==================== block 1
==> block_1/metal_density.png <==
The die is cut into 18 by 18 equal tiles; white is low, dark blue is high, scaled to the fullest tile. Values are wire area over tile area, all layers added.
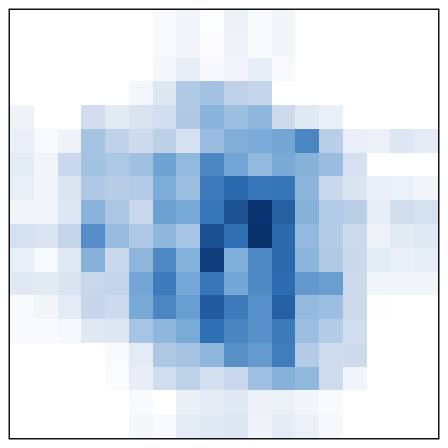
==> block_1/logic_types.png <==
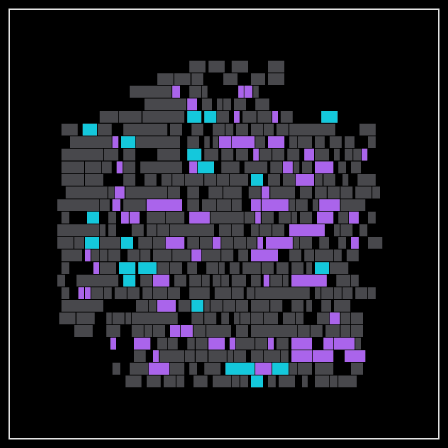
File: config.mk
export PLATFORM = sky130hd
export DESIGN_NAME = control_unit
export DESIGN_NICKNAME = d
export VERILOG_FILES = /design/src/rtl/cu_pkg.sv /design/src/rtl/cu_decoder.sv /design/src/rtl/control_unit.sv
export SDC_FILE = /design/constraint.sdc
export NUM_CORES = 1
export LEC_CHECK = 0
export CAP_MARGIN = 5
export CORE_MARGIN = 10
export CORE_UTILIZATION = 35
export DETAILED_ROUTE_END_ITERATION = 10
export PLACE_DENSITY = 0.68
export SLEW_MARGIN = 0
export SYNTH_ARGS = -nofsm -noshare
export SYNTH_HDL_FRONTEND = slang
export SYNTH_SLANG_ARGS = --single-unit
export TNS_END_PERCENT = 10
File: constraint.sdc
create_clock -name clk -period 2.3 [get_ports clk]
set_input_delay 0.345 -clock clk [delete_from_list [all_inputs] [get_ports clk]]
set_output_delay 0.345 -clock clk [all_outputs]
set_load 0.005 [all_outputs]
File: src/rtl/cu_pkg.sv
// cu_pkg: shared definitions for the multi-cycle control unit.
//   - 5-bit opcode constants (IR[31:27])
//   - FSM state encodings (exported on state_view)
//   - instruction-class enum produced by cu_decoder
//   - strobes_t: every datapath control strobe, MSB first in port order
package cu_pkg;

  localparam logic [4:0] OP_LD   = 5'b00000;
  localparam logic [4:0] OP_LDI  = 5'b00001;
  localparam logic [4:0] OP_ST   = 5'b00010;
  localparam logic [4:0] OP_ADD  = 5'b00011;
  localparam logic [4:0] OP_SUB  = 5'b00100;
  localparam logic [4:0] OP_AND  = 5'b00101;
  localparam logic [4:0] OP_OR   = 5'b00110;
  localparam logic [4:0] OP_SHR  = 5'b00111;
  localparam logic [4:0] OP_SHRA = 5'b01000;
  localparam logic [4:0] OP_SHL  = 5'b01001;
  localparam logic [4:0] OP_ROR  = 5'b01010;
  localparam logic [4:0] OP_ROL  = 5'b01011;
  localparam logic [4:0] OP_ADDI = 5'b01100;
  localparam logic [4:0] OP_ANDI = 5'b01101;
  localparam logic [4:0] OP_ORI  = 5'b01110;
  localparam logic [4:0] OP_MUL  = 5'b01111;
  localparam logic [4:0] OP_DIV  = 5'b10000;
  localparam logic [4:0] OP_NEG  = 5'b10001;
  localparam logic [4:0] OP_NOT  = 5'b10010;
  localparam logic [4:0] OP_BR   = 5'b10011;
  localparam logic [4:0] OP_JR   = 5'b10100;
  localparam logic [4:0] OP_JAL  = 5'b10101;
  localparam logic [4:0] OP_IN   = 5'b10110;
  localparam logic [4:0] OP_OUT  = 5'b10111;
  localparam logic [4:0] OP_MFHI = 5'b11000;
  localparam logic [4:0] OP_MFLO = 5'b11001;
  localparam logic [4:0] OP_NOP  = 5'b11010;
  localparam logic [4:0] OP_HALT = 5'b11011;

  typedef enum logic [5:0] {
    S_T0   = 6'd0,
    S_T1   = 6'd1,
    S_T2   = 6'd2,
    S_T3   = 6'd3,
    S_T4   = 6'd4,
    S_T5   = 6'd5,
    S_T6   = 6'd6,
    S_T7   = 6'd7,
    S_DIVW = 6'd8,
    S_HALT = 6'd63
  } state_e;

  typedef enum logic [4:0] {
    C_ALU, C_IMM, C_LD, C_LDI, C_ST, C_MUL, C_DIV, C_UNARY,
    C_BR, C_JR, C_JAL, C_IN, C_OUT, C_MFHI, C_MFLO, C_NOP, C_HALT
  } cls_e;

  typedef struct packed {
    logic gra, grb, grc, rin, r_out, ba_out;
    logic pc_out, mdr_out, zhi_out, zlo_out, hi_out, lo_out, c_out, in_out;
    logic pc_rd, ir_rd, mar_rd, mdr_rd, y_rd, zhi_rd, zlo_rd, hi_rd, lo_rd, out_rd;
    logic inc_pc, read, write, reset_div;
  } strobes_t;

endpackage

File: src/rtl/cu_decoder.sv
// cu_decoder: combinational opcode -> instruction class and ALU op_sel.
//   opcode_i  in   5  IR[31:27]
//   cls_o     out     instruction class (undefined opcodes decode as C_NOP)
//   op_sel_o  out  5  ALU operation for the execute step of this class
module cu_decoder
  import cu_pkg::*;
(
  input  logic [4:0] opcode_i,
  output cls_e       cls_o,
  output logic [4:0] op_sel_o
);

  always_comb begin
    cls_o    = C_NOP;
    op_sel_o = OP_ADD;
    case (opcode_i)
      OP_ADD, OP_SUB, OP_AND, OP_OR, OP_SHR, OP_SHRA, OP_SHL, OP_ROR, OP_ROL: begin
        cls_o    = C_ALU;
        op_sel_o = opcode_i;
      end
      // Immediate forms reuse the register-form ALU operation.
      OP_ADDI: begin cls_o = C_IMM; op_sel_o = OP_ADD; end
      OP_ANDI: begin cls_o = C_IMM; op_sel_o = OP_AND; end
      OP_ORI:  begin cls_o = C_IMM; op_sel_o = OP_OR;  end
      OP_LD:   cls_o = C_LD;
      OP_LDI:  cls_o = C_LDI;
      OP_ST:   cls_o = C_ST;
      OP_MUL:  begin cls_o = C_MUL; op_sel_o = OP_MUL; end
      OP_DIV:  begin cls_o = C_DIV; op_sel_o = OP_DIV; end
      OP_NEG, OP_NOT: begin
        cls_o    = C_UNARY;
        op_sel_o = opcode_i;
      end
      OP_BR:   cls_o = C_BR;
      OP_JR:   cls_o = C_JR;
      OP_JAL:  cls_o = C_JAL;
      OP_IN:   cls_o = C_IN;
      OP_OUT:  cls_o = C_OUT;
      OP_MFHI: cls_o = C_MFHI;
      OP_MFLO: cls_o = C_MFLO;
      OP_HALT: cls_o = C_HALT;
      default: cls_o = C_NOP;
    endcase
  end

endmodule

File: src/rtl/control_unit.sv
// control_unit: hard-wired multi-cycle control FSM for the single-bus datapath.
// Fetch T0-T2, decode T3, execute T3..T7 / S_DIVW, then back to S_T0.
// Ports:
//   clk, clr_n (async active-low), stop (halt at next T0)
//   step (only with CU_SINGLE_STEP_EN: one instruction per rising edge)
//   IR_view[31:0], con_ff_view, calc_finished  - datapath feedback
//   Gra..BAout, *_out bus drivers, *_rd loads, IncPC, Read, Write,
//   reset_div, op_sel[4:0]  - datapath controls
//   run (low only in S_HALT), state_view[5:0] (current state)
// Parameters: MEM_WAIT (0-3 extra Read cycles before MDR_rd),
//   DIV_TIMEOUT (max cycles in S_DIVW before Z is loaded anyway).
// Optional build macro: CU_SINGLE_STEP_EN.
module control_unit
  import cu_pkg::*;
#(
  parameter int MEM_WAIT    = 1,
  parameter int DIV_TIMEOUT = 64
) (
  input  logic        clk,
  input  logic        clr_n,
  input  logic        stop,
`ifdef CU_SINGLE_STEP_EN
  input  logic        step,
`endif
  input  logic [31:0] IR_view,
  input  logic        con_ff_view,
  input  logic        calc_finished,
  output logic        Gra, Grb, Grc, Rin, R_out, BAout,
  output logic        PC_out, MDR_out, Zhi_out, Zlo_out, HI_out, LO_out, C_out, In_out,
  output logic        PC_rd, IR_rd, MAR_rd, MDR_rd, Y_rd, Zhi_rd, Zlo_rd, HI_rd, LO_rd, Out_rd,
  output logic        IncPC, Read, Write, reset_div,
  output logic [4:0]  op_sel,
  output logic        run,
  output logic [5:0]  state_view
);

  localparam logic [1:0] MW       = 2'(MEM_WAIT);
  localparam int         DW       = (DIV_TIMEOUT > 1) ? $clog2(DIV_TIMEOUT) : 1;
  localparam logic [DW-1:0] DIV_LAST = DW'(DIV_TIMEOUT - 1);

  state_e        state_q, state_d;
  logic [1:0]    wait_q, wait_d;
  logic [DW-1:0] div_cnt_q, div_cnt_d;
  logic          cond_q, cond_d;
  logic          step_go;
  strobes_t      strb, strb_out;
  logic [4:0]    op;
  cls_e          cls;
  logic [4:0]    dec_op;
  logic          unused_ir;

  assign unused_ir = ^IR_view[26:0];

  cu_decoder u_dec (
    .opcode_i (IR_view[31:27]),
    .cls_o    (cls),
    .op_sel_o (dec_op)
  );

`ifdef CU_SINGLE_STEP_EN
  // A step edge seen mid-instruction is remembered so it is not lost.
  logic step_q, step_pend_q, step_pend_d;
  assign step_go = step_pend_q | (step & ~step_q);

  always_ff @(posedge clk or negedge clr_n) begin
    if (!clr_n) begin
      step_q      <= 1'b0;
      step_pend_q <= 1'b0;
    end else begin
      step_q      <= step;
      step_pend_q <= step_pend_d;
    end
  end
`else
  assign step_go = 1'b1;
`endif

  always_ff @(posedge clk or negedge clr_n) begin
    if (!clr_n) begin
      state_q   <= S_T0;
      wait_q    <= '0;
      div_cnt_q <= '0;
      cond_q    <= 1'b0;
    end else begin
      state_q   <= state_d;
      wait_q    <= wait_d;
      div_cnt_q <= div_cnt_d;
      cond_q    <= cond_d;
    end
  end

  always_comb begin
    state_d   = state_q;
    wait_d    = wait_q;
    div_cnt_d = div_cnt_q;
    cond_d    = cond_q;
    strb      = '0;
    op        = OP_ADD;
`ifdef CU_SINGLE_STEP_EN
    step_pend_d = step_go;
`endif
    case (state_q)
      S_T0: begin
        if (stop) begin
          state_d = S_HALT;
        end else if (step_go) begin
          strb.pc_out = 1'b1; strb.mar_rd = 1'b1; strb.inc_pc = 1'b1;
          wait_d  = '0;
          state_d = S_T1;
`ifdef CU_SINGLE_STEP_EN
          step_pend_d = 1'b0;
`endif
        end
      end
      S_T1: begin
        // Read held MEM_WAIT cycles, then Read + MDR_rd together.
        strb.read = 1'b1;
        if (wait_q == MW) begin
          strb.mdr_rd = 1'b1; wait_d = '0; state_d = S_T2;
        end else begin
          wait_d = wait_q + 2'd1;
        end
      end
      S_T2: begin
        strb.mdr_out = 1'b1; strb.ir_rd = 1'b1; state_d = S_T3;
      end
      S_T3: begin
        state_d = S_T4;
        case (cls)
          C_ALU, C_IMM, C_MUL, C_DIV: begin strb.grb = 1'b1; strb.r_out = 1'b1; strb.y_rd = 1'b1; end
          C_LD, C_LDI, C_ST: begin strb.grb = 1'b1; strb.ba_out = 1'b1; strb.y_rd = 1'b1; end
          C_UNARY: begin strb.grb = 1'b1; strb.r_out = 1'b1; strb.zlo_rd = 1'b1; op = dec_op; end
          C_BR: begin strb.gra = 1'b1; strb.r_out = 1'b1; cond_d = con_ff_view; end
          C_JAL: begin strb.pc_out = 1'b1; strb.grb = 1'b1; strb.rin = 1'b1; end
          C_JR: begin strb.gra = 1'b1; strb.r_out = 1'b1; strb.pc_rd = 1'b1; state_d = S_T0; end
          C_IN: begin strb.in_out = 1'b1; strb.gra = 1'b1; strb.rin = 1'b1; state_d = S_T0; end
          C_OUT: begin strb.gra = 1'b1; strb.r_out = 1'b1; strb.out_rd = 1'b1; state_d = S_T0; end
          C_MFHI: begin strb.hi_out = 1'b1; strb.gra = 1'b1; strb.rin = 1'b1; state_d = S_T0; end
          C_MFLO: begin strb.lo_out = 1'b1; strb.gra = 1'b1; strb.rin = 1'b1; state_d = S_T0; end
          C_HALT: state_d = S_HALT;
          default: state_d = S_T0;
        endcase
      end
      S_T4: begin
        state_d = S_T5;
        case (cls)
          C_ALU: begin strb.grc = 1'b1; strb.r_out = 1'b1; strb.zlo_rd = 1'b1; op = dec_op; end
          C_IMM: begin strb.c_out = 1'b1; strb.zlo_rd = 1'b1; op = dec_op; end
          C_LD, C_LDI, C_ST: begin strb.c_out = 1'b1; strb.zlo_rd = 1'b1; end
          C_MUL: begin
            strb.grc = 1'b1; strb.r_out = 1'b1; strb.zhi_rd = 1'b1; strb.zlo_rd = 1'b1; op = dec_op;
          end
          C_DIV: begin strb.reset_div = 1'b1; div_cnt_d = '0; state_d = S_DIVW; end
          C_UNARY: begin strb.zlo_out = 1'b1; strb.gra = 1'b1; strb.rin = 1'b1; state_d = S_T0; end
          C_BR: begin strb.pc_out = 1'b1; strb.y_rd = 1'b1; end
          C_JAL: begin strb.gra = 1'b1; strb.r_out = 1'b1; strb.pc_rd = 1'b1; state_d = S_T0; end
          default: state_d = S_T0;
        endcase
      end
      S_DIVW: begin
        // Operands stay on the bus until the divider reports done or
        // the timeout expires; Z is captured in the exit cycle either way.
        strb.grc = 1'b1; strb.r_out = 1'b1; op = dec_op;
        div_cnt_d = div_cnt_q + 1'b1;
        if (calc_finished || (div_cnt_q == DIV_LAST)) begin
          strb.zhi_rd = 1'b1; strb.zlo_rd = 1'b1; state_d = S_T5;
        end
      end
      S_T5: begin
        state_d = S_T0;
        case (cls)
          C_ALU, C_IMM, C_LDI: begin strb.zlo_out = 1'b1; strb.gra = 1'b1; strb.rin = 1'b1; end
          C_LD, C_ST: begin strb.zlo_out = 1'b1; strb.mar_rd = 1'b1; wait_d = '0; state_d = S_T6; end
          C_MUL, C_DIV: begin strb.zlo_out = 1'b1; strb.lo_rd = 1'b1; state_d = S_T6; end
          C_BR: begin strb.c_out = 1'b1; strb.zlo_rd = 1'b1; state_d = S_T6; end
          default: state_d = S_T0;
        endcase
      end
      S_T6: begin
        state_d = S_T0;
        case (cls)
          C_LD: begin
            strb.read = 1'b1;
            state_d   = S_T6;
            if (wait_q == MW) begin
              strb.mdr_rd = 1'b1; wait_d = '0; state_d = S_T7;
            end else begin
              wait_d = wait_q + 2'd1;
            end
          end
          C_ST: begin strb.gra = 1'b1; strb.r_out = 1'b1; strb.mdr_rd = 1'b1; state_d = S_T7; end
          C_MUL, C_DIV: begin strb.zhi_out = 1'b1; strb.hi_rd = 1'b1; end
          C_BR: begin
            if (cond_q) begin strb.zlo_out = 1'b1; strb.pc_rd = 1'b1; end
          end
          default: state_d = S_T0;
        endcase
      end
      S_T7: begin
        state_d = S_T0;
        if (cls == C_LD) begin
          strb.mdr_out = 1'b1; strb.gra = 1'b1; strb.rin = 1'b1;
        end else if (cls == C_ST) begin
          strb.write = 1'b1;
        end
      end
      S_HALT: state_d = S_HALT;
      default: state_d = S_T0;
    endcase
  end

  // Strobes are decoded from state; forcing them low while clr_n is held
  // guarantees no datapath write can happen during an aborting reset.
  assign strb_out = clr_n ? strb : '0;
  assign {Gra, Grb, Grc, Rin, R_out, BAout,
          PC_out, MDR_out, Zhi_out, Zlo_out, HI_out, LO_out, C_out, In_out,
          PC_rd, IR_rd, MAR_rd, MDR_rd, Y_rd, Zhi_rd, Zlo_rd, HI_rd, LO_rd, Out_rd,
          IncPC, Read, Write, reset_div} = strb_out;
  assign op_sel     = clr_n ? op : OP_ADD;
  assign run        = (state_q != S_HALT);
  assign state_view = state_q;

endmodule

==> flow_summary.yaml <==
# generated from flow reports
timing:
  setup_viol_count_final: 16
  fmax_mhz: 372.5
  setup_ws_ns: -0.3849
  finalCritPeriodShare_pct: 116.7
power_and_ir_drop:
  switching_power_mw: 1.165
  power_mw: 2.643
  vdd_drop_max_mv: 0.7721
final_layout:
  n_all_buffers: 158
  fill_cells: 386
  final_net_count: 434
  final-nonclk-buf-share_pct: 37.27
outcome:
  status: "complete, but fails checks"
  violations: "negative setup slack"
drt:
  vias_per_cell: 6.249
synth:
  most_common_cell: "nor2_1"
  synth.avg_cell_area_um2: 7.097
floorplanning:
  io_pins: 77
About block_1/metal_density.png:
mean over tiles = 0.19
nearly empty tiles = 30%
densest ninth of the die = centre
fullest tile = 0.89
tiles over half the peak = 14%

About block_1/logic_types.png:
purple -> NOR gates  # cells 64
cyan -> AND-OR and OR-AND gates  # cells 19


==================== block 2
==> src/rtl/uart_imem_loader_if.sv <==
// Instruction-memory write port of the UART program loader.
//
// Signals:
//   imem_we     one-cycle write strobe
//   imem_addr   word address of the current write (ADDR_WIDTH bits)
//   imem_wdata  assembled 32-bit instruction word
//
// Modports:
//   master  the loader, which drives the write port
//   slave   the instruction memory, which consumes it
interface uart_imem_loader_if #(
   parameter int unsigned ADDR_WIDTH = 5
);

   logic                  imem_we;
   logic [ADDR_WIDTH-1:0] imem_addr;
   logic [31:0]           imem_wdata;

   modport master (
      output imem_we,
      output imem_addr,
      output imem_wdata
   );

   modport slave (
      input imem_we,
      input imem_addr,
      input imem_wdata
   );

endinterface

==> src/rtl/uart_imem_loader.sv <==
// UART (8N1) receiver and little-endian word assembler feeding the CPU
// instruction memory. Bytes are packed into 32-bit words. Each word is written
// to consecutive addresses. The CPU is held until INSTR_MEM_DEPTH words have
// been written.
//
// Ports:
//   clk        system clock
//   rst_n      asynchronous active-low reset
//   uart_rx    raw serial input; idle high; asynchronous to clk
//   imem       instruction-memory write port (master modport)
//   load_done  sticky; set with the strobe that writes the last address
//   cpu_hold   ~load_done; drives the CPU reset/stall
//   frame_err  sticky; set on any stop bit sampled low
module uart_imem_loader #(
   parameter int unsigned CLKS_PER_BIT    = 434,
   parameter int unsigned INSTR_MEM_DEPTH = 32,
   parameter int unsigned ADDR_WIDTH      = 5
) (
   input  logic                clk,
   input  logic                rst_n,
   input  logic                uart_rx,
   uart_imem_loader_if.master  imem,
   output logic                load_done,
   output logic                cpu_hold,
   output logic                frame_err
);

   localparam logic [15:0]           BIT_LAST  = 16'(CLKS_PER_BIT - 1);
   localparam logic [15:0]           HALF_LAST = 16'(CLKS_PER_BIT / 2 - 1);
   localparam logic [ADDR_WIDTH-1:0] ADDR_LAST = ADDR_WIDTH'(INSTR_MEM_DEPTH - 1);

   typedef enum logic [1:0] {
      StIdle,
      StStart,
      StData,
      StStop
   } state_t;

   // Two-flop synchroniser; both flops reset to the idle (high) level.
   logic sync1_q;
   logic rx_s_q;

   state_t                state_q,     state_d;
   logic [15:0]           timer_q,     timer_d;
   logic [2:0]            bit_cnt_q,   bit_cnt_d;
   logic [7:0]            shift_q,     shift_d;
   // The line must be seen high in IDLE before a new start bit is accepted,
   // so a line held low after a framing error cannot retrigger the receiver.
   logic                  armed_q,     armed_d;
   logic [1:0]            byte_idx_q,  byte_idx_d;
   // Only bytes 0..2 are stored; byte 3 is merged straight into the write data.
   logic [23:0]           word_q,      word_d;
   logic                  we_q,        we_d;
   logic [ADDR_WIDTH-1:0] addr_q,      addr_d;
   logic [31:0]           wdata_q,     wdata_d;
   logic [ADDR_WIDTH-1:0] word_cnt_q,  word_cnt_d;
   logic                  load_done_q, load_done_d;
   logic                  frame_err_q, frame_err_d;

   always_ff @(posedge clk or negedge rst_n) begin
      if (!rst_n) begin
         sync1_q <= 1'b1;
         rx_s_q  <= 1'b1;
      end else begin
         sync1_q <= uart_rx;
         rx_s_q  <= sync1_q;
      end
   end

   always_ff @(posedge clk or negedge rst_n) begin
      if (!rst_n) begin
         state_q     <= StIdle;
         timer_q     <= '0;
         bit_cnt_q   <= '0;
         shift_q     <= '0;
         armed_q     <= 1'b0;
         byte_idx_q  <= '0;
         word_q      <= '0;
         we_q        <= 1'b0;
         addr_q      <= '0;
         wdata_q     <= '0;
         word_cnt_q  <= '0;
         load_done_q <= 1'b0;
         frame_err_q <= 1'b0;
      end else begin
         state_q     <= state_d;
         timer_q     <= timer_d;
         bit_cnt_q   <= bit_cnt_d;
         shift_q     <= shift_d;
         armed_q     <= armed_d;
         byte_idx_q  <= byte_idx_d;
         word_q      <= word_d;
         we_q        <= we_d;
         addr_q      <= addr_d;
         wdata_q     <= wdata_d;
         word_cnt_q  <= word_cnt_d;
         load_done_q <= load_done_d;
         frame_err_q <= frame_err_d;
      end
   end

   always_comb begin
      state_d     = state_q;
      timer_d     = timer_q;
      bit_cnt_d   = bit_cnt_q;
      shift_d     = shift_q;
      armed_d     = armed_q;
      byte_idx_d  = byte_idx_q;
      word_d      = word_q;
      we_d        = 1'b0;
      addr_d      = addr_q;
      wdata_d     = wdata_q;
      word_cnt_d  = word_cnt_q;
      load_done_d = load_done_q;
      frame_err_d = frame_err_q;

      unique case (state_q)
         StIdle: begin
            timer_d = '0;
            if (rx_s_q) begin
               armed_d = 1'b1;
            end else if (armed_q) begin
               state_d = StStart;
            end
         end

         StStart: begin
            if (timer_q == HALF_LAST) begin
               timer_d   = '0;
               bit_cnt_d = '0;
               // A start bit that is high again at mid-bit was a glitch.
               state_d   = rx_s_q ? StIdle : StData;
            end else begin
               timer_d = timer_q + 16'd1;
            end
         end

         StData: begin
            if (timer_q == BIT_LAST) begin
               timer_d   = '0;
               shift_d   = {rx_s_q, shift_q[7:1]};
               bit_cnt_d = bit_cnt_q + 3'd1;
               if (bit_cnt_q == 3'd7) begin
                  state_d = StStop;
               end
            end else begin
               timer_d = timer_q + 16'd1;
            end
         end

         StStop: begin
            if (timer_q == BIT_LAST) begin
               timer_d = '0;
               state_d = StIdle;
               armed_d = 1'b0;
               if (!rx_s_q) begin
                  // Bad frame: drop the byte and any partially built word.
                  frame_err_d = 1'b1;
                  byte_idx_d  = '0;
               end else if (!load_done_q) begin
                  unique case (byte_idx_q)
                     2'd0: word_d[7:0]   = shift_q;
                     2'd1: word_d[15:8]  = shift_q;
                     2'd2: word_d[23:16] = shift_q;
                     2'd3: begin
                        we_d    = 1'b1;
                        addr_d  = word_cnt_q;
                        wdata_d = {shift_q, word_q};
                        if (word_cnt_q == ADDR_LAST) begin
                           // Count saturates here; load_done blocks further writes.
                           load_done_d = 1'b1;
                        end else begin
                           word_cnt_d = word_cnt_q + 1'b1;
                        end
                     end
                     default: ;
                  endcase
                  byte_idx_d = byte_idx_q + 2'd1;
               end
            end else begin
               timer_d = timer_q + 16'd1;
            end
         end

         default: state_d = StIdle;
      endcase
   end

   assign imem.imem_we    = we_q;
   assign imem.imem_addr  = addr_q;
   assign imem.imem_wdata = wdata_q;
   assign load_done       = load_done_q;
   assign cpu_hold        = ~load_done_q;
   assign frame_err       = frame_err_q;

endmodule
==> src/flat_wrapper.sv <==
// flat-port wrapper written by rule: the top's interface ports become plain ports
module uart_imem_loader_flat 
#(
   parameter int unsigned CLKS_PER_BIT    = 434,
   parameter int unsigned INSTR_MEM_DEPTH = 32,
   parameter int unsigned ADDR_WIDTH      = 5
)
  (clk, rst_n, uart_rx, load_done, cpu_hold, frame_err, imem_imem_we, imem_imem_addr, imem_imem_wdata);
  uart_imem_loader_if #(.ADDR_WIDTH(ADDR_WIDTH)) imem_i ();
  input  logic clk;
  input  logic rst_n;
  input  logic uart_rx;
  output logic load_done;
  output logic cpu_hold;
  output logic frame_err;
  output wire logic [$bits(imem_i.imem_we)-1:0] imem_imem_we;
  output wire logic [$bits(imem_i.imem_addr)-1:0] imem_imem_addr;
  output wire logic [$bits(imem_i.imem_wdata)-1:0] imem_imem_wdata;
  assign imem_imem_we = imem_i.imem_we;
  assign imem_imem_addr = imem_i.imem_addr;
  assign imem_imem_wdata = imem_i.imem_wdata;
  uart_imem_loader #(.CLKS_PER_BIT(CLKS_PER_BIT), .INSTR_MEM_DEPTH(INSTR_MEM_DEPTH), .ADDR_WIDTH(ADDR_WIDTH)) u_core (.clk(clk), .rst_n(rst_n), .uart_rx(uart_rx), .imem(imem_i), .load_done(load_done), .cpu_hold(cpu_hold), .frame_err(frame_err));
endmodule
==> config.mk <==
export PLATFORM = sky130hd
export DESIGN_NAME = uart_imem_loader_flat
export DESIGN_NICKNAME = d
export VERILOG_FILES = /design/src/rtl/uart_imem_loader_if.sv /design/src/rtl/uart_imem_loader.sv /design/src/flat_wrapper.sv
export SDC_FILE = /design/constraint.sdc
export NUM_CORES = 1
export LEC_CHECK = 0
export CAP_MARGIN = 20
export CORE_MARGIN = 2
export CORE_UTILIZATION = 63
export DETAILED_ROUTE_END_ITERATION = 16
export DONT_BUFFER_PORTS = 1
export GPL_TIMING_DRIVEN = 0
export PLACE_DENSITY = 0.79
export SETUP_SLACK_MARGIN = 0.02
export SYNTH_ARGS = -nofsm -noshare
export SYNTH_HDL_FRONTEND = slang
export SYNTH_SLANG_ARGS = --single-unit
==> constraint.sdc <==
create_clock -name clk -period 2.4 [get_ports clk]
set_input_delay 0.36 -clock clk [delete_from_list [all_inputs] [get_ports clk]]
set_output_delay 0.36 -clock clk [all_outputs]
set_load 0.005 [all_outputs]
==> flow_summary.yaml <==
# generated from flow reports
outcome:
  status: "complete, but fails checks"
  violations: "negative hold slack"
worst_setup_path:
  reg2reg_from: "u_core.timer_q[1]$_DFF_PN0_"
  critPathSlowestCell: "dfrtp_1"
  end_kind: "flop"
power_and_ir_drop:
  pwr-share-seq_pct: 55.1
  clock_power_share_pct: 32.5
timing:
  holdWs_ns: -0.3355
  rsz0062_at_grt: "no"
  period_needed_ns: 2.304
  hold_viol: 103
drt:
  drtIter0Drc: 85
floorplanning:
  dieWidth_um: 88.45
  coreArea_mm2: 0.006832
global_routing:
  grt_pass1_vias: 2590
  grt_use_met1_pct: 29.14
final_layout:
  area.combinational_mm2: 0.001862
  final_area_mm2: 0.004876
  clock_buffers: 9
clock_network:
  numCtsBuffers: 9
synth:
  synth.avg_cell_area_um2: 13.66
  common_cells: "101 x dfrtp_1, 55 x mux2_2, 27 x nor2_1"
  syn_nets: 348
placed_design:
  dpl.hpwl_mm: 5.130
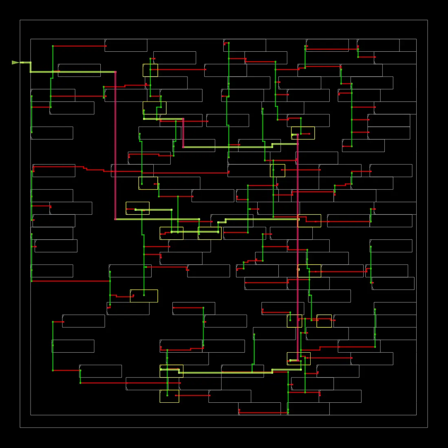
(block_2/clocks.png)
Clock Skew: 0.01440 ns
Clk power: 1.07 mW

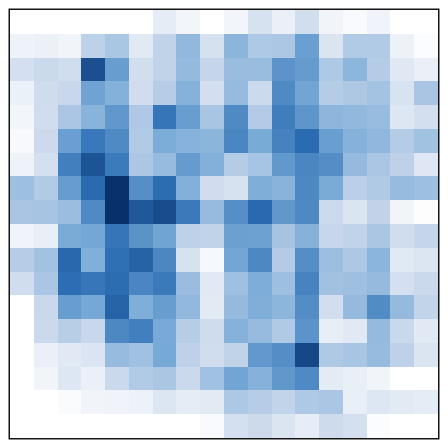
(block_2/metal_density.png)
The die is cut into 18 by 18 equal tiles; white is low, dark blue is high, scaled to the fullest tile. Values are wire area over tile area, all layers added.
tiles over half the peak = 24%
nearly empty tiles = 9.0%
mean over tiles = 0.16


==================== block 3
==> block_3/detail.png <==
Scale bar: 5 um. Region (12, 21) to (32, 41) um. Cells in grey, sequential cells in the stronger grey; small squares are vias.
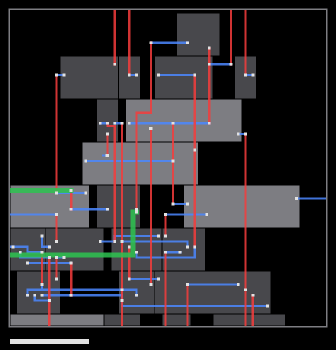
==> block_3/logic_types.png <==
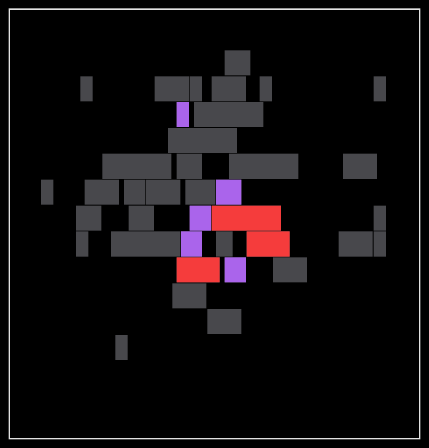
==> block_3/clocks.png <==
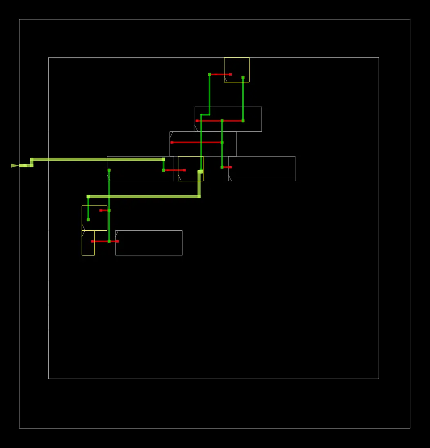
File: config.mk
export PLATFORM = sky130hd
export DESIGN_NAME = go_jump_seq
export DESIGN_NICKNAME = d
export VERILOG_FILES = /design/src/rtl/go_jump_seq_pkg.sv /design/src/rtl/go_jump_modadd.sv /design/src/rtl/go_jump_seq.sv
export SDC_FILE = /design/constraint.sdc
export NUM_CORES = 1
export LEC_CHECK = 0
export CAP_MARGIN = 20
export CELL_PAD_IN_SITES_DETAIL_PLACEMENT = 0
export CELL_PAD_IN_SITES_GLOBAL_PLACEMENT = 1
export CORE_AREA = 3 3 40 42
export CTS_CLUSTER_SIZE = 8
export DETAILED_ROUTE_END_ITERATION = 8
export DIE_AREA = 0 0 43 45
export GPL_ROUTABILITY_DRIVEN = 1
export GPL_TIMING_DRIVEN = 0
export PLACE_DENSITY = 0.63
export REMOVE_ABC_BUFFERS = 1
export SLEW_MARGIN = 20
export SYNTH_ARGS = -nofsm -noshare
export SYNTH_HDL_FRONTEND = slang
export SYNTH_SLANG_ARGS = --single-unit
File: constraint.sdc
create_clock -name clk -period 2 [get_ports clk]
set_input_delay 0.3 -clock clk [delete_from_list [all_inputs] [get_ports clk]]
set_output_delay 0.3 -clock clk [all_outputs]
set_load 0.01 [all_outputs]
File: src/rtl/go_jump_seq_pkg.sv
// Shared types and default parameters for the go/jump ring sequencer.
package go_jump_seq_pkg;

  typedef enum logic [1:0] {
    CMD_HOLD = 2'd0,
    CMD_STEP = 2'd1,
    CMD_JUMP = 2'd2
  } cmd_e;

  localparam int         DEF_NUM_STATES = 8;
  localparam int         DEF_JUMP_STEP  = 2;
  localparam logic [7:0] DEF_Y_MASK     = 8'h18;
  localparam int         DEF_CNT_W      = 8;

endpackage

File: src/rtl/go_jump_modadd.sv
// Combinational ring adder: (state + increment) mod NUM_STATES plus wrap flag.
module go_jump_modadd #(
  parameter int NUM_STATES = 8,
  parameter int STATE_W    = 3
) (
  input  logic [STATE_W-1:0] state,
  input  logic [STATE_W-1:0] increment,
  output logic [STATE_W-1:0] next_state,
  output logic               wrap
);

  localparam logic [STATE_W:0] MODULUS = (STATE_W+1)'(NUM_STATES);

  logic [STATE_W:0] sum;

  // One extra bit holds the unreduced sum; a single subtract reduces it since both operands < NUM_STATES.
  always_comb begin
    sum        = {1'b0, state} + {1'b0, increment};
    wrap       = (sum >= MODULUS);
    next_state = wrap ? STATE_W'(sum - MODULUS) : sum[STATE_W-1:0];
  end

endmodule

File: src/rtl/go_jump_seq.sv
// Ring sequencer advanced by go (one step) or jump (JUMP_STEP steps, priority).
// Optional saturating step counter enabled by macro GO_JUMP_SEQ_CNT_EN.
//
// state                 | meaning
// 0 .. NUM_STATES-1     | ring position; y = Y_MASK[state]
module go_jump_seq
  import go_jump_seq_pkg::*;
#(
  parameter int                    NUM_STATES = DEF_NUM_STATES,
  parameter int                    STATE_W    = 3,
  parameter int                    JUMP_STEP  = DEF_JUMP_STEP,
  parameter logic [NUM_STATES-1:0] Y_MASK     = DEF_Y_MASK,
  parameter int                    CNT_W      = DEF_CNT_W
) (
  input  logic               clk,
  input  logic               reset,
  input  logic               go,
  input  logic               jump,
  output logic               y,
  output logic [STATE_W-1:0] state,
  output logic               wrap,
  output logic [CNT_W-1:0]   step_cnt
);

  if (NUM_STATES < 2 || NUM_STATES > (2 ** STATE_W)) begin : g_bad_num_states
    $error("go_jump_seq: NUM_STATES=%0d outside 2..2**STATE_W", NUM_STATES);
  end
  if (JUMP_STEP < 1 || JUMP_STEP > NUM_STATES - 1) begin : g_bad_jump_step
    $error("go_jump_seq: JUMP_STEP=%0d outside 1..NUM_STATES-1", JUMP_STEP);
  end

  cmd_e               cmd;
  logic [STATE_W-1:0] increment;
  logic [STATE_W-1:0] state_next;
  logic               wrap_next;

  always_ff @(posedge clk) begin
    if (reset) begin
      state <= '0;
      wrap  <= 1'b0;
    end else begin
      state <= state_next;
      wrap  <= wrap_next;
    end
  end

  always_comb begin
    cmd = CMD_HOLD;
    if (jump)    cmd = CMD_JUMP;
    else if (go) cmd = CMD_STEP;
  end

  // A hold adds zero, so the adder never reports wrap for it.
  always_comb begin
    unique case (cmd)
      CMD_JUMP: increment = STATE_W'(JUMP_STEP);
      CMD_STEP: increment = STATE_W'(1);
      default:  increment = '0;
    endcase
  end

  go_jump_modadd #(
    .NUM_STATES (NUM_STATES),
    .STATE_W    (STATE_W)
  ) u_modadd (
    .state      (state),
    .increment  (increment),
    .next_state (state_next),
    .wrap       (wrap_next)
  );

  always_comb begin
    y = Y_MASK[state];
  end

`ifdef GO_JUMP_SEQ_CNT_EN
  logic [CNT_W-1:0] cnt;

  always_ff @(posedge clk) begin
    if (reset) begin
      cnt <= '0;
    end else if (cmd != CMD_HOLD && cnt != {CNT_W{1'b1}}) begin
      cnt <= cnt + 1'b1;
    end
  end

  assign step_cnt = cnt;
`else
  assign step_cnt = '0;
`endif

endmodule

==> flow_summary.yaml <==
# generated from flow reports
synth:
  synth_warnings: 0
  mappedNetlistArea_um2: 276.5
  synth_area_leader_cell: "dfxtp_1"
timing:
  fin_skew_ns: 0.002381
  period_needed_ns: 1.885
  maxSlewViolCount: 0
  rsz0062_at_grt: "no"
drt:
  route.vias.total: 179
  wire_per_inst_um: 8.415
  dr.max_layer_used: "met3"
  wl_met2_um: 221
  drt_wl_total_um: 446
final_layout:
  syn_to_final_growth_pct: 33.03
  final_area_um2: 367.9
  top_area_cell_class: "multi-input combinational cells"
  clock_area_share_pct: 7.143
  logic_gates: 21
worst_setup_path:
  crit_family: "adder cells"
  rrSetupSlack_ns: 0.46
  start_kind: "input pin"
  crit_cells: 6
  end_kind: "flop"
  worstSetupStartpoint: "jump"
clock_network:
  cts_sinks: 5
  htreeDepth: 1
global_routing:
  gr-total-overflow: 0
  grt_max_degree: 7
worst_hold_path:
  whs_endpoint: "wrap$_SDFF_PP0_"
flow_run:
  maxCapViolations: 0
  warning_count: 25
outcome:
  status: "finished, final reports clean"
power_and_ir_drop:
  power_density_mw_per_mm2: 819.8
  switching_power_mw: 0.07693
  p_seq_mw: 0.117
About block_3/detail.png:
green -> metal 3
blue -> metal 1
red -> metal 2
sequential cells in the window = 4
most frequent = dfxtp_1 (4)
cells with their middle in the window = 18
netlist names of flops here include = state (2)

About block_3/logic_types.png:
red -> adder and majority cells  # cells 3
purple -> NOR gates  # cells 5, where centre

About block_3/clocks.png:
Num CTS Buffers: 3
Clk power: 0.114 mW


==================== block 4
==> block_4/clocks.png <==
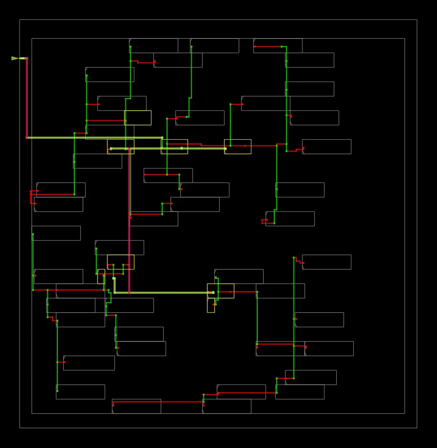
==> block_4/detail.png <==
Scale bar: 5 um. Region (28, 44) to (48, 64) um. Cells in grey, sequential cells in the stronger grey; small squares are vias.
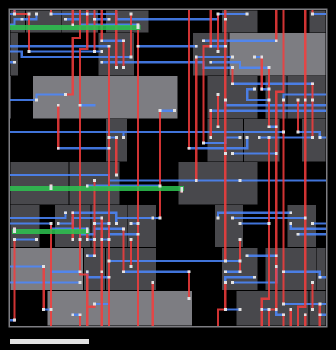
===== src/rtl/ddr3_init_seq.sv =====
// rtl/ddr3_init_seq.sv - DDR3 power-up init sequencer driving the DFI control path until init_done.
// Optional ZQCL calibration step is enabled by defining DDR3_INIT_ZQCL_EN.
module ddr3_init_seq #(
    parameter int unsigned C_ROW_WIDTH  = 16,
    parameter int unsigned C_BANK_WIDTH = 3,
    parameter int unsigned T_RESET      = 40000,
    parameter int unsigned T_CKE        = 100000,
    parameter int unsigned T_XPR        = 72,
    parameter int unsigned T_MRD        = 4,
    parameter int unsigned T_MOD        = 12,
    parameter int unsigned T_ZQINIT     = 512,
    parameter logic [15:0] MR0          = 16'h0000,
    parameter logic [15:0] MR1          = 16'h0000,
    parameter logic [15:0] MR2          = 16'h0000,
    parameter logic [15:0] MR3          = 16'h0000
) (
    input  logic                    clk,
    input  logic                    rstn,
    output logic                    dfi_init_start,
    input  logic                    dfi_init_complete,
    output logic                    dfi_reset_n,
    output logic                    dfi_cke,
    output logic                    dfi_cs_n,
    output logic                    dfi_ras_n,
    output logic                    dfi_cas_n,
    output logic                    dfi_we_n,
    output logic [C_ROW_WIDTH-1:0]  dfi_address,
    output logic [C_BANK_WIDTH-1:0] dfi_bank,
    output logic                    dfi_odt,
    output logic                    init_done
);

    typedef enum logic [3:0] {
        S_INIT, S_PHY_WAIT, S_RST_HOLD, S_CKE_WAIT, S_XPR,
        S_MRS2, S_MRS3, S_MRS1, S_MRS0, S_ZQCL, S_DONE
    } state_t;

    // {cs_n, ras_n, cas_n, we_n}
    localparam logic [3:0] CMD_DESEL = 4'b1111;
    localparam logic [3:0] CMD_NOP   = 4'b0111;
    localparam logic [3:0] CMD_MRS   = 4'b0000;

    localparam logic [C_ROW_WIDTH+15:0] MR0_EXT = {{C_ROW_WIDTH{1'b0}}, MR0};
    localparam logic [C_ROW_WIDTH+15:0] MR1_EXT = {{C_ROW_WIDTH{1'b0}}, MR1};
    localparam logic [C_ROW_WIDTH+15:0] MR2_EXT = {{C_ROW_WIDTH{1'b0}}, MR2};
    localparam logic [C_ROW_WIDTH+15:0] MR3_EXT = {{C_ROW_WIDTH{1'b0}}, MR3};
    localparam logic [C_ROW_WIDTH-1:0]  MR0_ADDR = MR0_EXT[C_ROW_WIDTH-1:0];
    localparam logic [C_ROW_WIDTH-1:0]  MR1_ADDR = MR1_EXT[C_ROW_WIDTH-1:0];
    localparam logic [C_ROW_WIDTH-1:0]  MR2_ADDR = MR2_EXT[C_ROW_WIDTH-1:0];
    localparam logic [C_ROW_WIDTH-1:0]  MR3_ADDR = MR3_EXT[C_ROW_WIDTH-1:0];
`ifdef DDR3_INIT_ZQCL_EN
    localparam logic [3:0]              CMD_ZQCL = 4'b0110;
    localparam logic [C_ROW_WIDTH+15:0] ZQ_EXT   = {{C_ROW_WIDTH{1'b0}}, 16'h0400};
    localparam logic [C_ROW_WIDTH-1:0]  ZQ_ADDR  = ZQ_EXT[C_ROW_WIDTH-1:0];
`endif

    // A state lasting T cycles loads T-1; a zero parameter still gives one cycle.
    function automatic logic [31:0] ld(input int unsigned t);
        return (t == 0) ? 32'd0 : t - 32'd1;
    endfunction

    state_t                  state_q, state_d;
    logic [31:0]             cnt_q, cnt_d;
    logic                    init_start_q, init_start_d;
    logic                    reset_n_q, reset_n_d;
    logic                    cke_q, cke_d;
    logic [3:0]              cmd_q, cmd_d;
    logic [C_ROW_WIDTH-1:0]  addr_q, addr_d;
    logic [C_BANK_WIDTH-1:0] bank_q, bank_d;
    logic                    done_q, done_d;

    always_comb begin
        state_d      = state_q;
        cnt_d        = (cnt_q != 32'd0) ? cnt_q - 32'd1 : 32'd0;
        init_start_d = init_start_q;
        reset_n_d    = reset_n_q;
        cke_d        = cke_q;
        cmd_d        = cke_q ? CMD_NOP : CMD_DESEL;
        addr_d       = '0;
        bank_d       = '0;
        done_d       = done_q;
        case (state_q)
            S_INIT: begin
                state_d      = S_PHY_WAIT;
                init_start_d = 1'b1;
            end
            S_PHY_WAIT: if (dfi_init_complete) begin
                state_d      = S_RST_HOLD;
                init_start_d = 1'b0;
                cnt_d        = ld(T_RESET);
            end
            S_RST_HOLD: if (cnt_q == 32'd0) begin
                state_d   = S_CKE_WAIT;
                reset_n_d = 1'b1;
                cnt_d     = ld(T_CKE);
            end
            S_CKE_WAIT: if (cnt_q == 32'd0) begin
                state_d = S_XPR;
                cke_d   = 1'b1;
                cmd_d   = CMD_NOP;
                cnt_d   = ld(T_XPR);
            end
            // Each MRS state issues its command on entry, then NOPs out the remaining gap.
            S_XPR: if (cnt_q == 32'd0) begin
                state_d = S_MRS2;
                cmd_d   = CMD_MRS;
                bank_d  = C_BANK_WIDTH'(2);
                addr_d  = MR2_ADDR;
                cnt_d   = ld(T_MRD);
            end
            S_MRS2: if (cnt_q == 32'd0) begin
                state_d = S_MRS3;
                cmd_d   = CMD_MRS;
                bank_d  = C_BANK_WIDTH'(3);
                addr_d  = MR3_ADDR;
                cnt_d   = ld(T_MRD);
            end
            S_MRS3: if (cnt_q == 32'd0) begin
                state_d = S_MRS1;
                cmd_d   = CMD_MRS;
                bank_d  = C_BANK_WIDTH'(1);
                addr_d  = MR1_ADDR;
                cnt_d   = ld(T_MRD);
            end
            S_MRS1: if (cnt_q == 32'd0) begin
                state_d = S_MRS0;
                cmd_d   = CMD_MRS;
                bank_d  = '0;
                addr_d  = MR0_ADDR;
                cnt_d   = ld(T_MOD);
            end
`ifdef DDR3_INIT_ZQCL_EN
            S_MRS0: if (cnt_q == 32'd0) begin
                state_d = S_ZQCL;
                cmd_d   = CMD_ZQCL;
                addr_d  = ZQ_ADDR;
                cnt_d   = ld(T_ZQINIT);
            end
            S_ZQCL: if (cnt_q == 32'd0) begin
                state_d = S_DONE;
                done_d  = 1'b1;
            end
`else
            S_MRS0: if (cnt_q == 32'd0) begin
                state_d = S_DONE;
                done_d  = 1'b1;
            end
`endif
            S_DONE: state_d = S_DONE;
            default: state_d = S_INIT;
        endcase
    end

    always_ff @(posedge clk or negedge rstn) begin
        if (!rstn) begin
            state_q      <= S_INIT;
            cnt_q        <= 32'd0;
            init_start_q <= 1'b0;
            reset_n_q    <= 1'b0;
            cke_q        <= 1'b0;
            cmd_q        <= CMD_DESEL;
            addr_q       <= '0;
            bank_q       <= '0;
            done_q       <= 1'b0;
        end else begin
            state_q      <= state_d;
            cnt_q        <= cnt_d;
            init_start_q <= init_start_d;
            reset_n_q    <= reset_n_d;
            cke_q        <= cke_d;
            cmd_q        <= cmd_d;
            addr_q       <= addr_d;
            bank_q       <= bank_d;
            done_q       <= done_d;
        end
    end

    assign dfi_init_start = init_start_q;
    assign dfi_reset_n    = reset_n_q;
    assign dfi_cke        = cke_q;
    assign dfi_cs_n       = cmd_q[3];
    assign dfi_ras_n      = cmd_q[2];
    assign dfi_cas_n      = cmd_q[1];
    assign dfi_we_n       = cmd_q[0];
    assign dfi_address    = addr_q;
    assign dfi_bank       = bank_q;
    assign dfi_odt        = 1'b0;
    assign init_done      = done_q;

endmodule

===== config.mk =====
export PLATFORM = sky130hd
export DESIGN_NAME = ddr3_init_seq
export DESIGN_NICKNAME = d
export VERILOG_FILES = /design/src/rtl/ddr3_init_seq.sv
export SDC_FILE = /design/constraint.sdc
export NUM_CORES = 1
export LEC_CHECK = 0
export CAP_MARGIN = 20
export CORE_AREA = 2 2 73 75
export CTS_CLUSTER_DIAMETER = 100
export DETAILED_ROUTE_END_ITERATION = 7
export DIE_AREA = 0 0 75 77
export GPL_ROUTABILITY_DRIVEN = 0
export PLACE_DENSITY_LB_ADDON = 0.3
export SKIP_CTS_REPAIR_TIMING = 1
export SYNTH_ARGS = -nofsm -noshare
export SYNTH_HDL_FRONTEND = slang
export SYNTH_SLANG_ARGS = --single-unit

===== constraint.sdc =====
create_clock -name clk -period 5.1 [get_ports clk]
set_input_delay 0.51 -clock clk [delete_from_list [all_inputs] [get_ports clk]]
set_output_delay 0.51 -clock clk [all_outputs]
set_load 0.05 [all_outputs]

==> flow_summary.yaml <==
# generated from flow reports
drt:
  drt_wl_total_mm: 4.464
  postRouteAntennaNets: 0
  drtIter0Drc: 71
  wl_met2_mm: 2.123
  vias_per_cell: 5.332
  dr.max_layer_used: "met4"
  wl_met3_um: 209
worst_setup_path:
  slowest_delay_ns: 0.77
  critPathKind: "reg -> reg"
  rr_worst_depth: 5
  path_buffers: 0
  crit_family: "simple AND/OR/NAND/NOR gates"
  cp.arrival_ns: 3.39
  endpoint: "cnt_q[10]$_DFF_PN0_"
placed_design:
  io_buffers: 12
  dpl.hpwl_mm: 3.055
  dpl_cell_area_mm2: 0.002455
flow_run:
  warning_count: 27
synth:
  ys_cells: 253
  netlist_instances: 253
  adder_share_pct: 1.051
  simple_gate_share_pct: 23.38
  yosys-dominant-comb-family: "simple AND/OR/NAND/NOR gates"
  common_cells: "42 x dfrtp_1, 32 x nor2_1, 22 x xnor2_1"
  synthFlopType: "dfrtp_1"
  synth-edff-count: 0
  synth.avg_cell_area_um2: 9.411
  synth_warnings: 0
final_layout:
  seq_area_share_pct: 43.02
  fin_cells: 331
  final_cell_mix: "42 x dfrtp_1, 32 x nor2_1, 22 x xnor2_1, 18 x conb_1, 16 x nor4_1"
  sh_comb_area_pct: 43.46
  mostFrequentLayoutCell: "dfrtp_1"
  clock_area_share_pct: 3.512
  syn_to_final_growth_pct: 7.725
  antenna_cells: 0
  largestRegisters: "cnt_q: 32 flops, state_q: 4 flops"
timing:
  max_slew_margin_pct: 46.18
  maxSlewViolCount: 0
  rsz0062_at_grt: "no"
clock_network:
  path_clk_slew_ns: 0.08
  cts-root-buf: "clkbuf_8"
  numCtsBuffers: 5
power_and_ir_drop:
  switching_share_pct: 24.24
  pg_comb_mw: 0.0387
  clock_power_share_pct: 36.4
outcome:
  status: "finished, final reports clean"
global_routing:
  track_usage_pct: 16.98
floorplanning:
  die_h_um: 77
  dieWidth_um: 75
  rows: 26
worst_hold_path:
  hold_path.class: "in -> async"
## Picture notes: block_4/clocks.png
Clk power: 0.222 mW
clk ins delay skew pair: 0.29 ns
Clock Sinks: 44
seq_cells: 44
Clock Skew: 0.008599 ns

## Picture notes: block_4/detail.png
green -> metal 3
blue -> metal 1
red -> metal 2
sequential cells in the window = 4
most frequent = nor4_1 (8)
cells with their middle in the window = 31
netlist names of flops here include = cnt_q (4)


==================== block 5
==> block_5/clocks.png <==
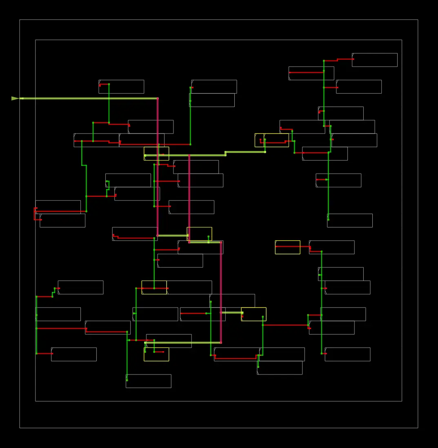
`src/rtl/decode_unit.sv`:
```
// decode_unit: second pipeline stage.
// Splits the 16-bit instruction word into fields, sign-extends immediates,
// classifies register reads/writes, tracks pending writes in a 16-entry
// scoreboard to stall read-after-write hazards, and presents one registered
// decoded instruction per cycle over a valid/ready handshake.
module decode_unit #(
  parameter int IMM_W   = 16,
  parameter bit R0_ZERO = 1'b1
) (
  input  logic             clk,
  input  logic             rst_n,
  input  logic             ins_valid,
  input  logic [15:0]      ins,
  output logic             ins_ready,
  output logic             out_valid,
  input  logic             out_ready,
  output logic [3:0]       op,
  output logic [3:0]       rd,
  output logic [3:0]       rs,
  output logic [3:0]       rt,
  output logic [IMM_W-1:0] imm,
  output logic             uses_rs,
  output logic             uses_rt,
  output logic             writes_rd,
  output logic             illegal,
  output logic             halted,
  input  logic             wb_valid,
  input  logic [3:0]       wb_rd
);

  localparam logic [3:0] OP_ADD  = 4'h0;
  localparam logic [3:0] OP_SUB  = 4'h1;
  localparam logic [3:0] OP_AND  = 4'h2;
  localparam logic [3:0] OP_OR   = 4'h3;
  localparam logic [3:0] OP_XOR  = 4'h4;
  localparam logic [3:0] OP_ADDI = 4'h5;
  localparam logic [3:0] OP_LDI  = 4'h6;
  localparam logic [3:0] OP_LD   = 4'h7;
  localparam logic [3:0] OP_ST   = 4'h8;
  localparam logic [3:0] OP_NOP  = 4'hE;
  localparam logic [3:0] OP_HALT = 4'hF;

  // Instruction word fields
  logic [3:0] ins_op, ins_rd, ins_rs, ins_rt;
  assign ins_op = ins[15:12];
  assign ins_rd = ins[11:8];
  assign ins_rs = ins[7:4];
  assign ins_rt = ins[3:0];

  // Combinational decode of the incoming word
  logic             dec_uses_rs, dec_uses_rt, dec_writes_rd, dec_illegal;
  logic [IMM_W-1:0] dec_imm;

  // Registered state
  logic [15:0]      busy_q, busy_d;
  logic             halted_q;
  logic             out_valid_q;
  logic [3:0]       op_q, rd_q, rs_q, rt_q;
  logic [IMM_W-1:0] imm_q;
  logic             uses_rs_q, uses_rt_q, writes_rd_q, illegal_q;

  logic rs_conflict, rt_conflict, hazard, accept;

  // Classify the incoming opcode: reads, writes, immediate, legality
  always_comb begin
    dec_uses_rs   = 1'b0;
    dec_uses_rt   = 1'b0;
    dec_writes_rd = 1'b0;
    dec_illegal   = 1'b0;
    dec_imm       = '0;
    unique case (ins_op)
      OP_ADD, OP_SUB, OP_AND, OP_OR, OP_XOR: begin
        dec_uses_rs   = 1'b1;
        dec_uses_rt   = 1'b1;
        dec_writes_rd = 1'b1;
      end
      OP_ADDI: begin
        dec_uses_rs   = 1'b1;
        dec_writes_rd = 1'b1;
        dec_imm       = {{(IMM_W-4){ins[3]}}, ins[3:0]};
      end
      OP_LDI: begin
        dec_writes_rd = 1'b1;
        dec_imm       = {{(IMM_W-8){ins[7]}}, ins[7:0]};
      end
      OP_LD: begin
        dec_uses_rs   = 1'b1;
        dec_writes_rd = 1'b1;
      end
      OP_ST: begin
        dec_uses_rs   = 1'b1;
        dec_uses_rt   = 1'b1;
      end
      OP_NOP, OP_HALT: begin
        dec_illegal   = 1'b0;
      end
      default: begin
        // 0x9 (reserved) and 0xA-0xD
        dec_illegal   = 1'b1;
      end
    endcase
  end

  // Read-after-write hazard against the registered scoreboard only;
  // register 0 is excluded when it is hardwired zero.
  always_comb begin
    rs_conflict = dec_uses_rs && busy_q[ins_rs] && !(R0_ZERO && (ins_rs == 4'd0));
    rt_conflict = dec_uses_rt && busy_q[ins_rt] && !(R0_ZERO && (ins_rt == 4'd0));
    hazard      = rs_conflict || rt_conflict;
  end

  assign ins_ready = !halted_q && !hazard && (!out_valid_q || out_ready);
  assign accept    = ins_valid && ins_ready;

  // Scoreboard next state: writeback clears first so a same-cycle set wins
  always_comb begin
    busy_d = busy_q;
    if (wb_valid) begin
      busy_d[wb_rd] = 1'b0;
    end
    if (accept && dec_writes_rd && !(R0_ZERO && (ins_rd == 4'd0))) begin
      busy_d[ins_rd] = 1'b1;
    end
  end

  // Scoreboard and halt flag
  always_ff @(posedge clk or negedge rst_n) begin
    if (!rst_n) begin
      busy_q   <= '0;
      halted_q <= 1'b0;
    end else begin
      busy_q <= busy_d;
      if (accept && (ins_op == OP_HALT)) begin
        halted_q <= 1'b1;
      end
    end
  end

  // Output register: load on accept, drop valid once consumed, else hold
  always_ff @(posedge clk or negedge rst_n) begin
    if (!rst_n) begin
      out_valid_q <= 1'b0;
      op_q        <= '0;
      rd_q        <= '0;
      rs_q        <= '0;
      rt_q        <= '0;
      imm_q       <= '0;
      uses_rs_q   <= 1'b0;
      uses_rt_q   <= 1'b0;
      writes_rd_q <= 1'b0;
      illegal_q   <= 1'b0;
    end else if (accept) begin
      out_valid_q <= 1'b1;
      op_q        <= ins_op;
      rd_q        <= ins_rd;
      rs_q        <= ins_rs;
      rt_q        <= ins_rt;
      imm_q       <= dec_imm;
      uses_rs_q   <= dec_uses_rs;
      uses_rt_q   <= dec_uses_rt;
      writes_rd_q <= dec_writes_rd;
      illegal_q   <= dec_illegal;
    end else if (out_valid_q && out_ready) begin
      out_valid_q <= 1'b0;
    end
  end

  assign out_valid = out_valid_q;
  assign op        = op_q;
  assign rd        = rd_q;
  assign rs        = rs_q;
  assign rt        = rt_q;
  assign imm       = imm_q;
  assign uses_rs   = uses_rs_q;
  assign uses_rt   = uses_rt_q;
  assign writes_rd = writes_rd_q;
  assign illegal   = illegal_q;
  assign halted    = halted_q;

endmodule

```
`config.mk`:
```
export PLATFORM = sky130hd
export DESIGN_NAME = decode_unit
export DESIGN_NICKNAME = d
export VERILOG_FILES = /design/src/rtl/decode_unit.sv
export SDC_FILE = /design/constraint.sdc
export NUM_CORES = 1
export LEC_CHECK = 0
export CAP_MARGIN = 20
export CORE_AREA = 3 3 78 80
export DETAILED_ROUTE_END_ITERATION = 10
export DIE_AREA = 0 0 81 83
export PLACE_DENSITY = 0.79
export SLEW_MARGIN = 30
export SYNTH_ARGS = -nofsm -noshare
export SYNTH_HDL_FRONTEND = slang
export SYNTH_SLANG_ARGS = --single-unit
```
`constraint.sdc`:
```
create_clock -name clk -period 2.4 [get_ports clk]
set_input_delay 0.48 -clock clk [delete_from_list [all_inputs] [get_ports clk]]
set_output_delay 0.48 -clock clk [all_outputs]
set_load 0.1 [all_outputs]
```
==> flow_summary.yaml <==
# generated from flow reports
clock_network:
  htreeDepth: 2
  cts_tree: "built"
  numCtsBuffers: 5
placed_design:
  io_buffers: 63
  dpl.hpwl_mm: 4.559
  dpl_worst_slack_ns: -0.6233
global_routing:
  grt_use_met1_pct: 23.76
  grt_pass1_vias: 1984
worst_setup_path:
  reg2reg_from: "busy_q[13]$_DFF_PN0_"
  cp_max_fo: 5
  path_buffers: 2
  slowest_delay_ns: 0.48
  worstSetupStartpoint: "ins[12]"
  critPathKind: "in -> out"
power_and_ir_drop:
  switching_power_mw: 2.462
  power_density_mw_per_mm2: 1304
  power_mw: 4.410
  p_int_mw: 1.948
timing:
  setup_viol_count_final: 1
  setup_ws_ns: -0.1131
  max_slew_margin_pct: 62.96
outcome:
  status: "complete, but fails checks"
  violations: "negative setup slack"
drt:
  postRouteAntennaNets: 0
  drt_wl_total_mm: 6.019
final_layout:
  inverters: 13
  final_area_mm2: 0.003383
  n_all_buffers: 96
  final_cell_mix: "68 x buf_4, 45 x dfrtp_1, 27 x o21ai_0, 15 x mux2i_1"
  largest_reg_flops: 15
  drive_gt1_share_pct: 37.94
  fin_cells: 383
  area.combinational_mm2: 0.001199
flow_run:
  warning_count: 29
floorplanning:
  dieWidth_um: 81
  dieArea_mm2: 0.006723
  n_tap_cell: 72
synth:
  mux_share_pct: 18.92
  simple_gate_share_pct: 15.36
  postSynthSeqShare_pct: 47.17
  mappedNetlistArea_mm2: 0.002387
Notes on block_5/clocks.png above:
Clk power: 0.513 mW
seq_cells: 45
clock buffers: 7
Clock Skew: 0.01218 ns
Clock Sinks: 45



==> layout pictures side by side <==
Gate families picked out.
shot_01.png
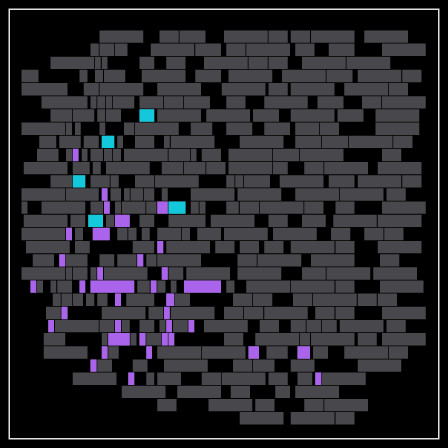
shot_02.png
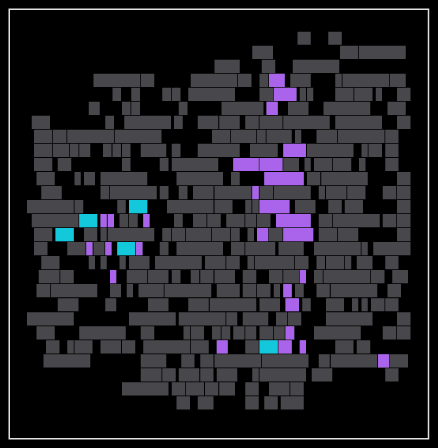
shot_03.png
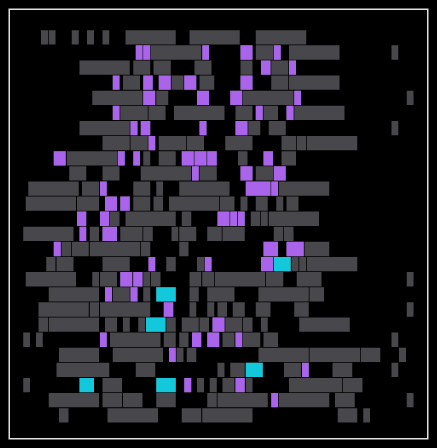
shot_01.png -> block 2
shot_03.png -> block 4
shot_02.png -> block 5
Of these, most cells: shot_01.png
Of these, fewest cells: shot_03.png

Key to shot_02.png:
purple -> NOR gates  # cells 27
cyan -> AND-OR and OR-AND gates  # cells 5

Power and IR drop assume default switching activity.
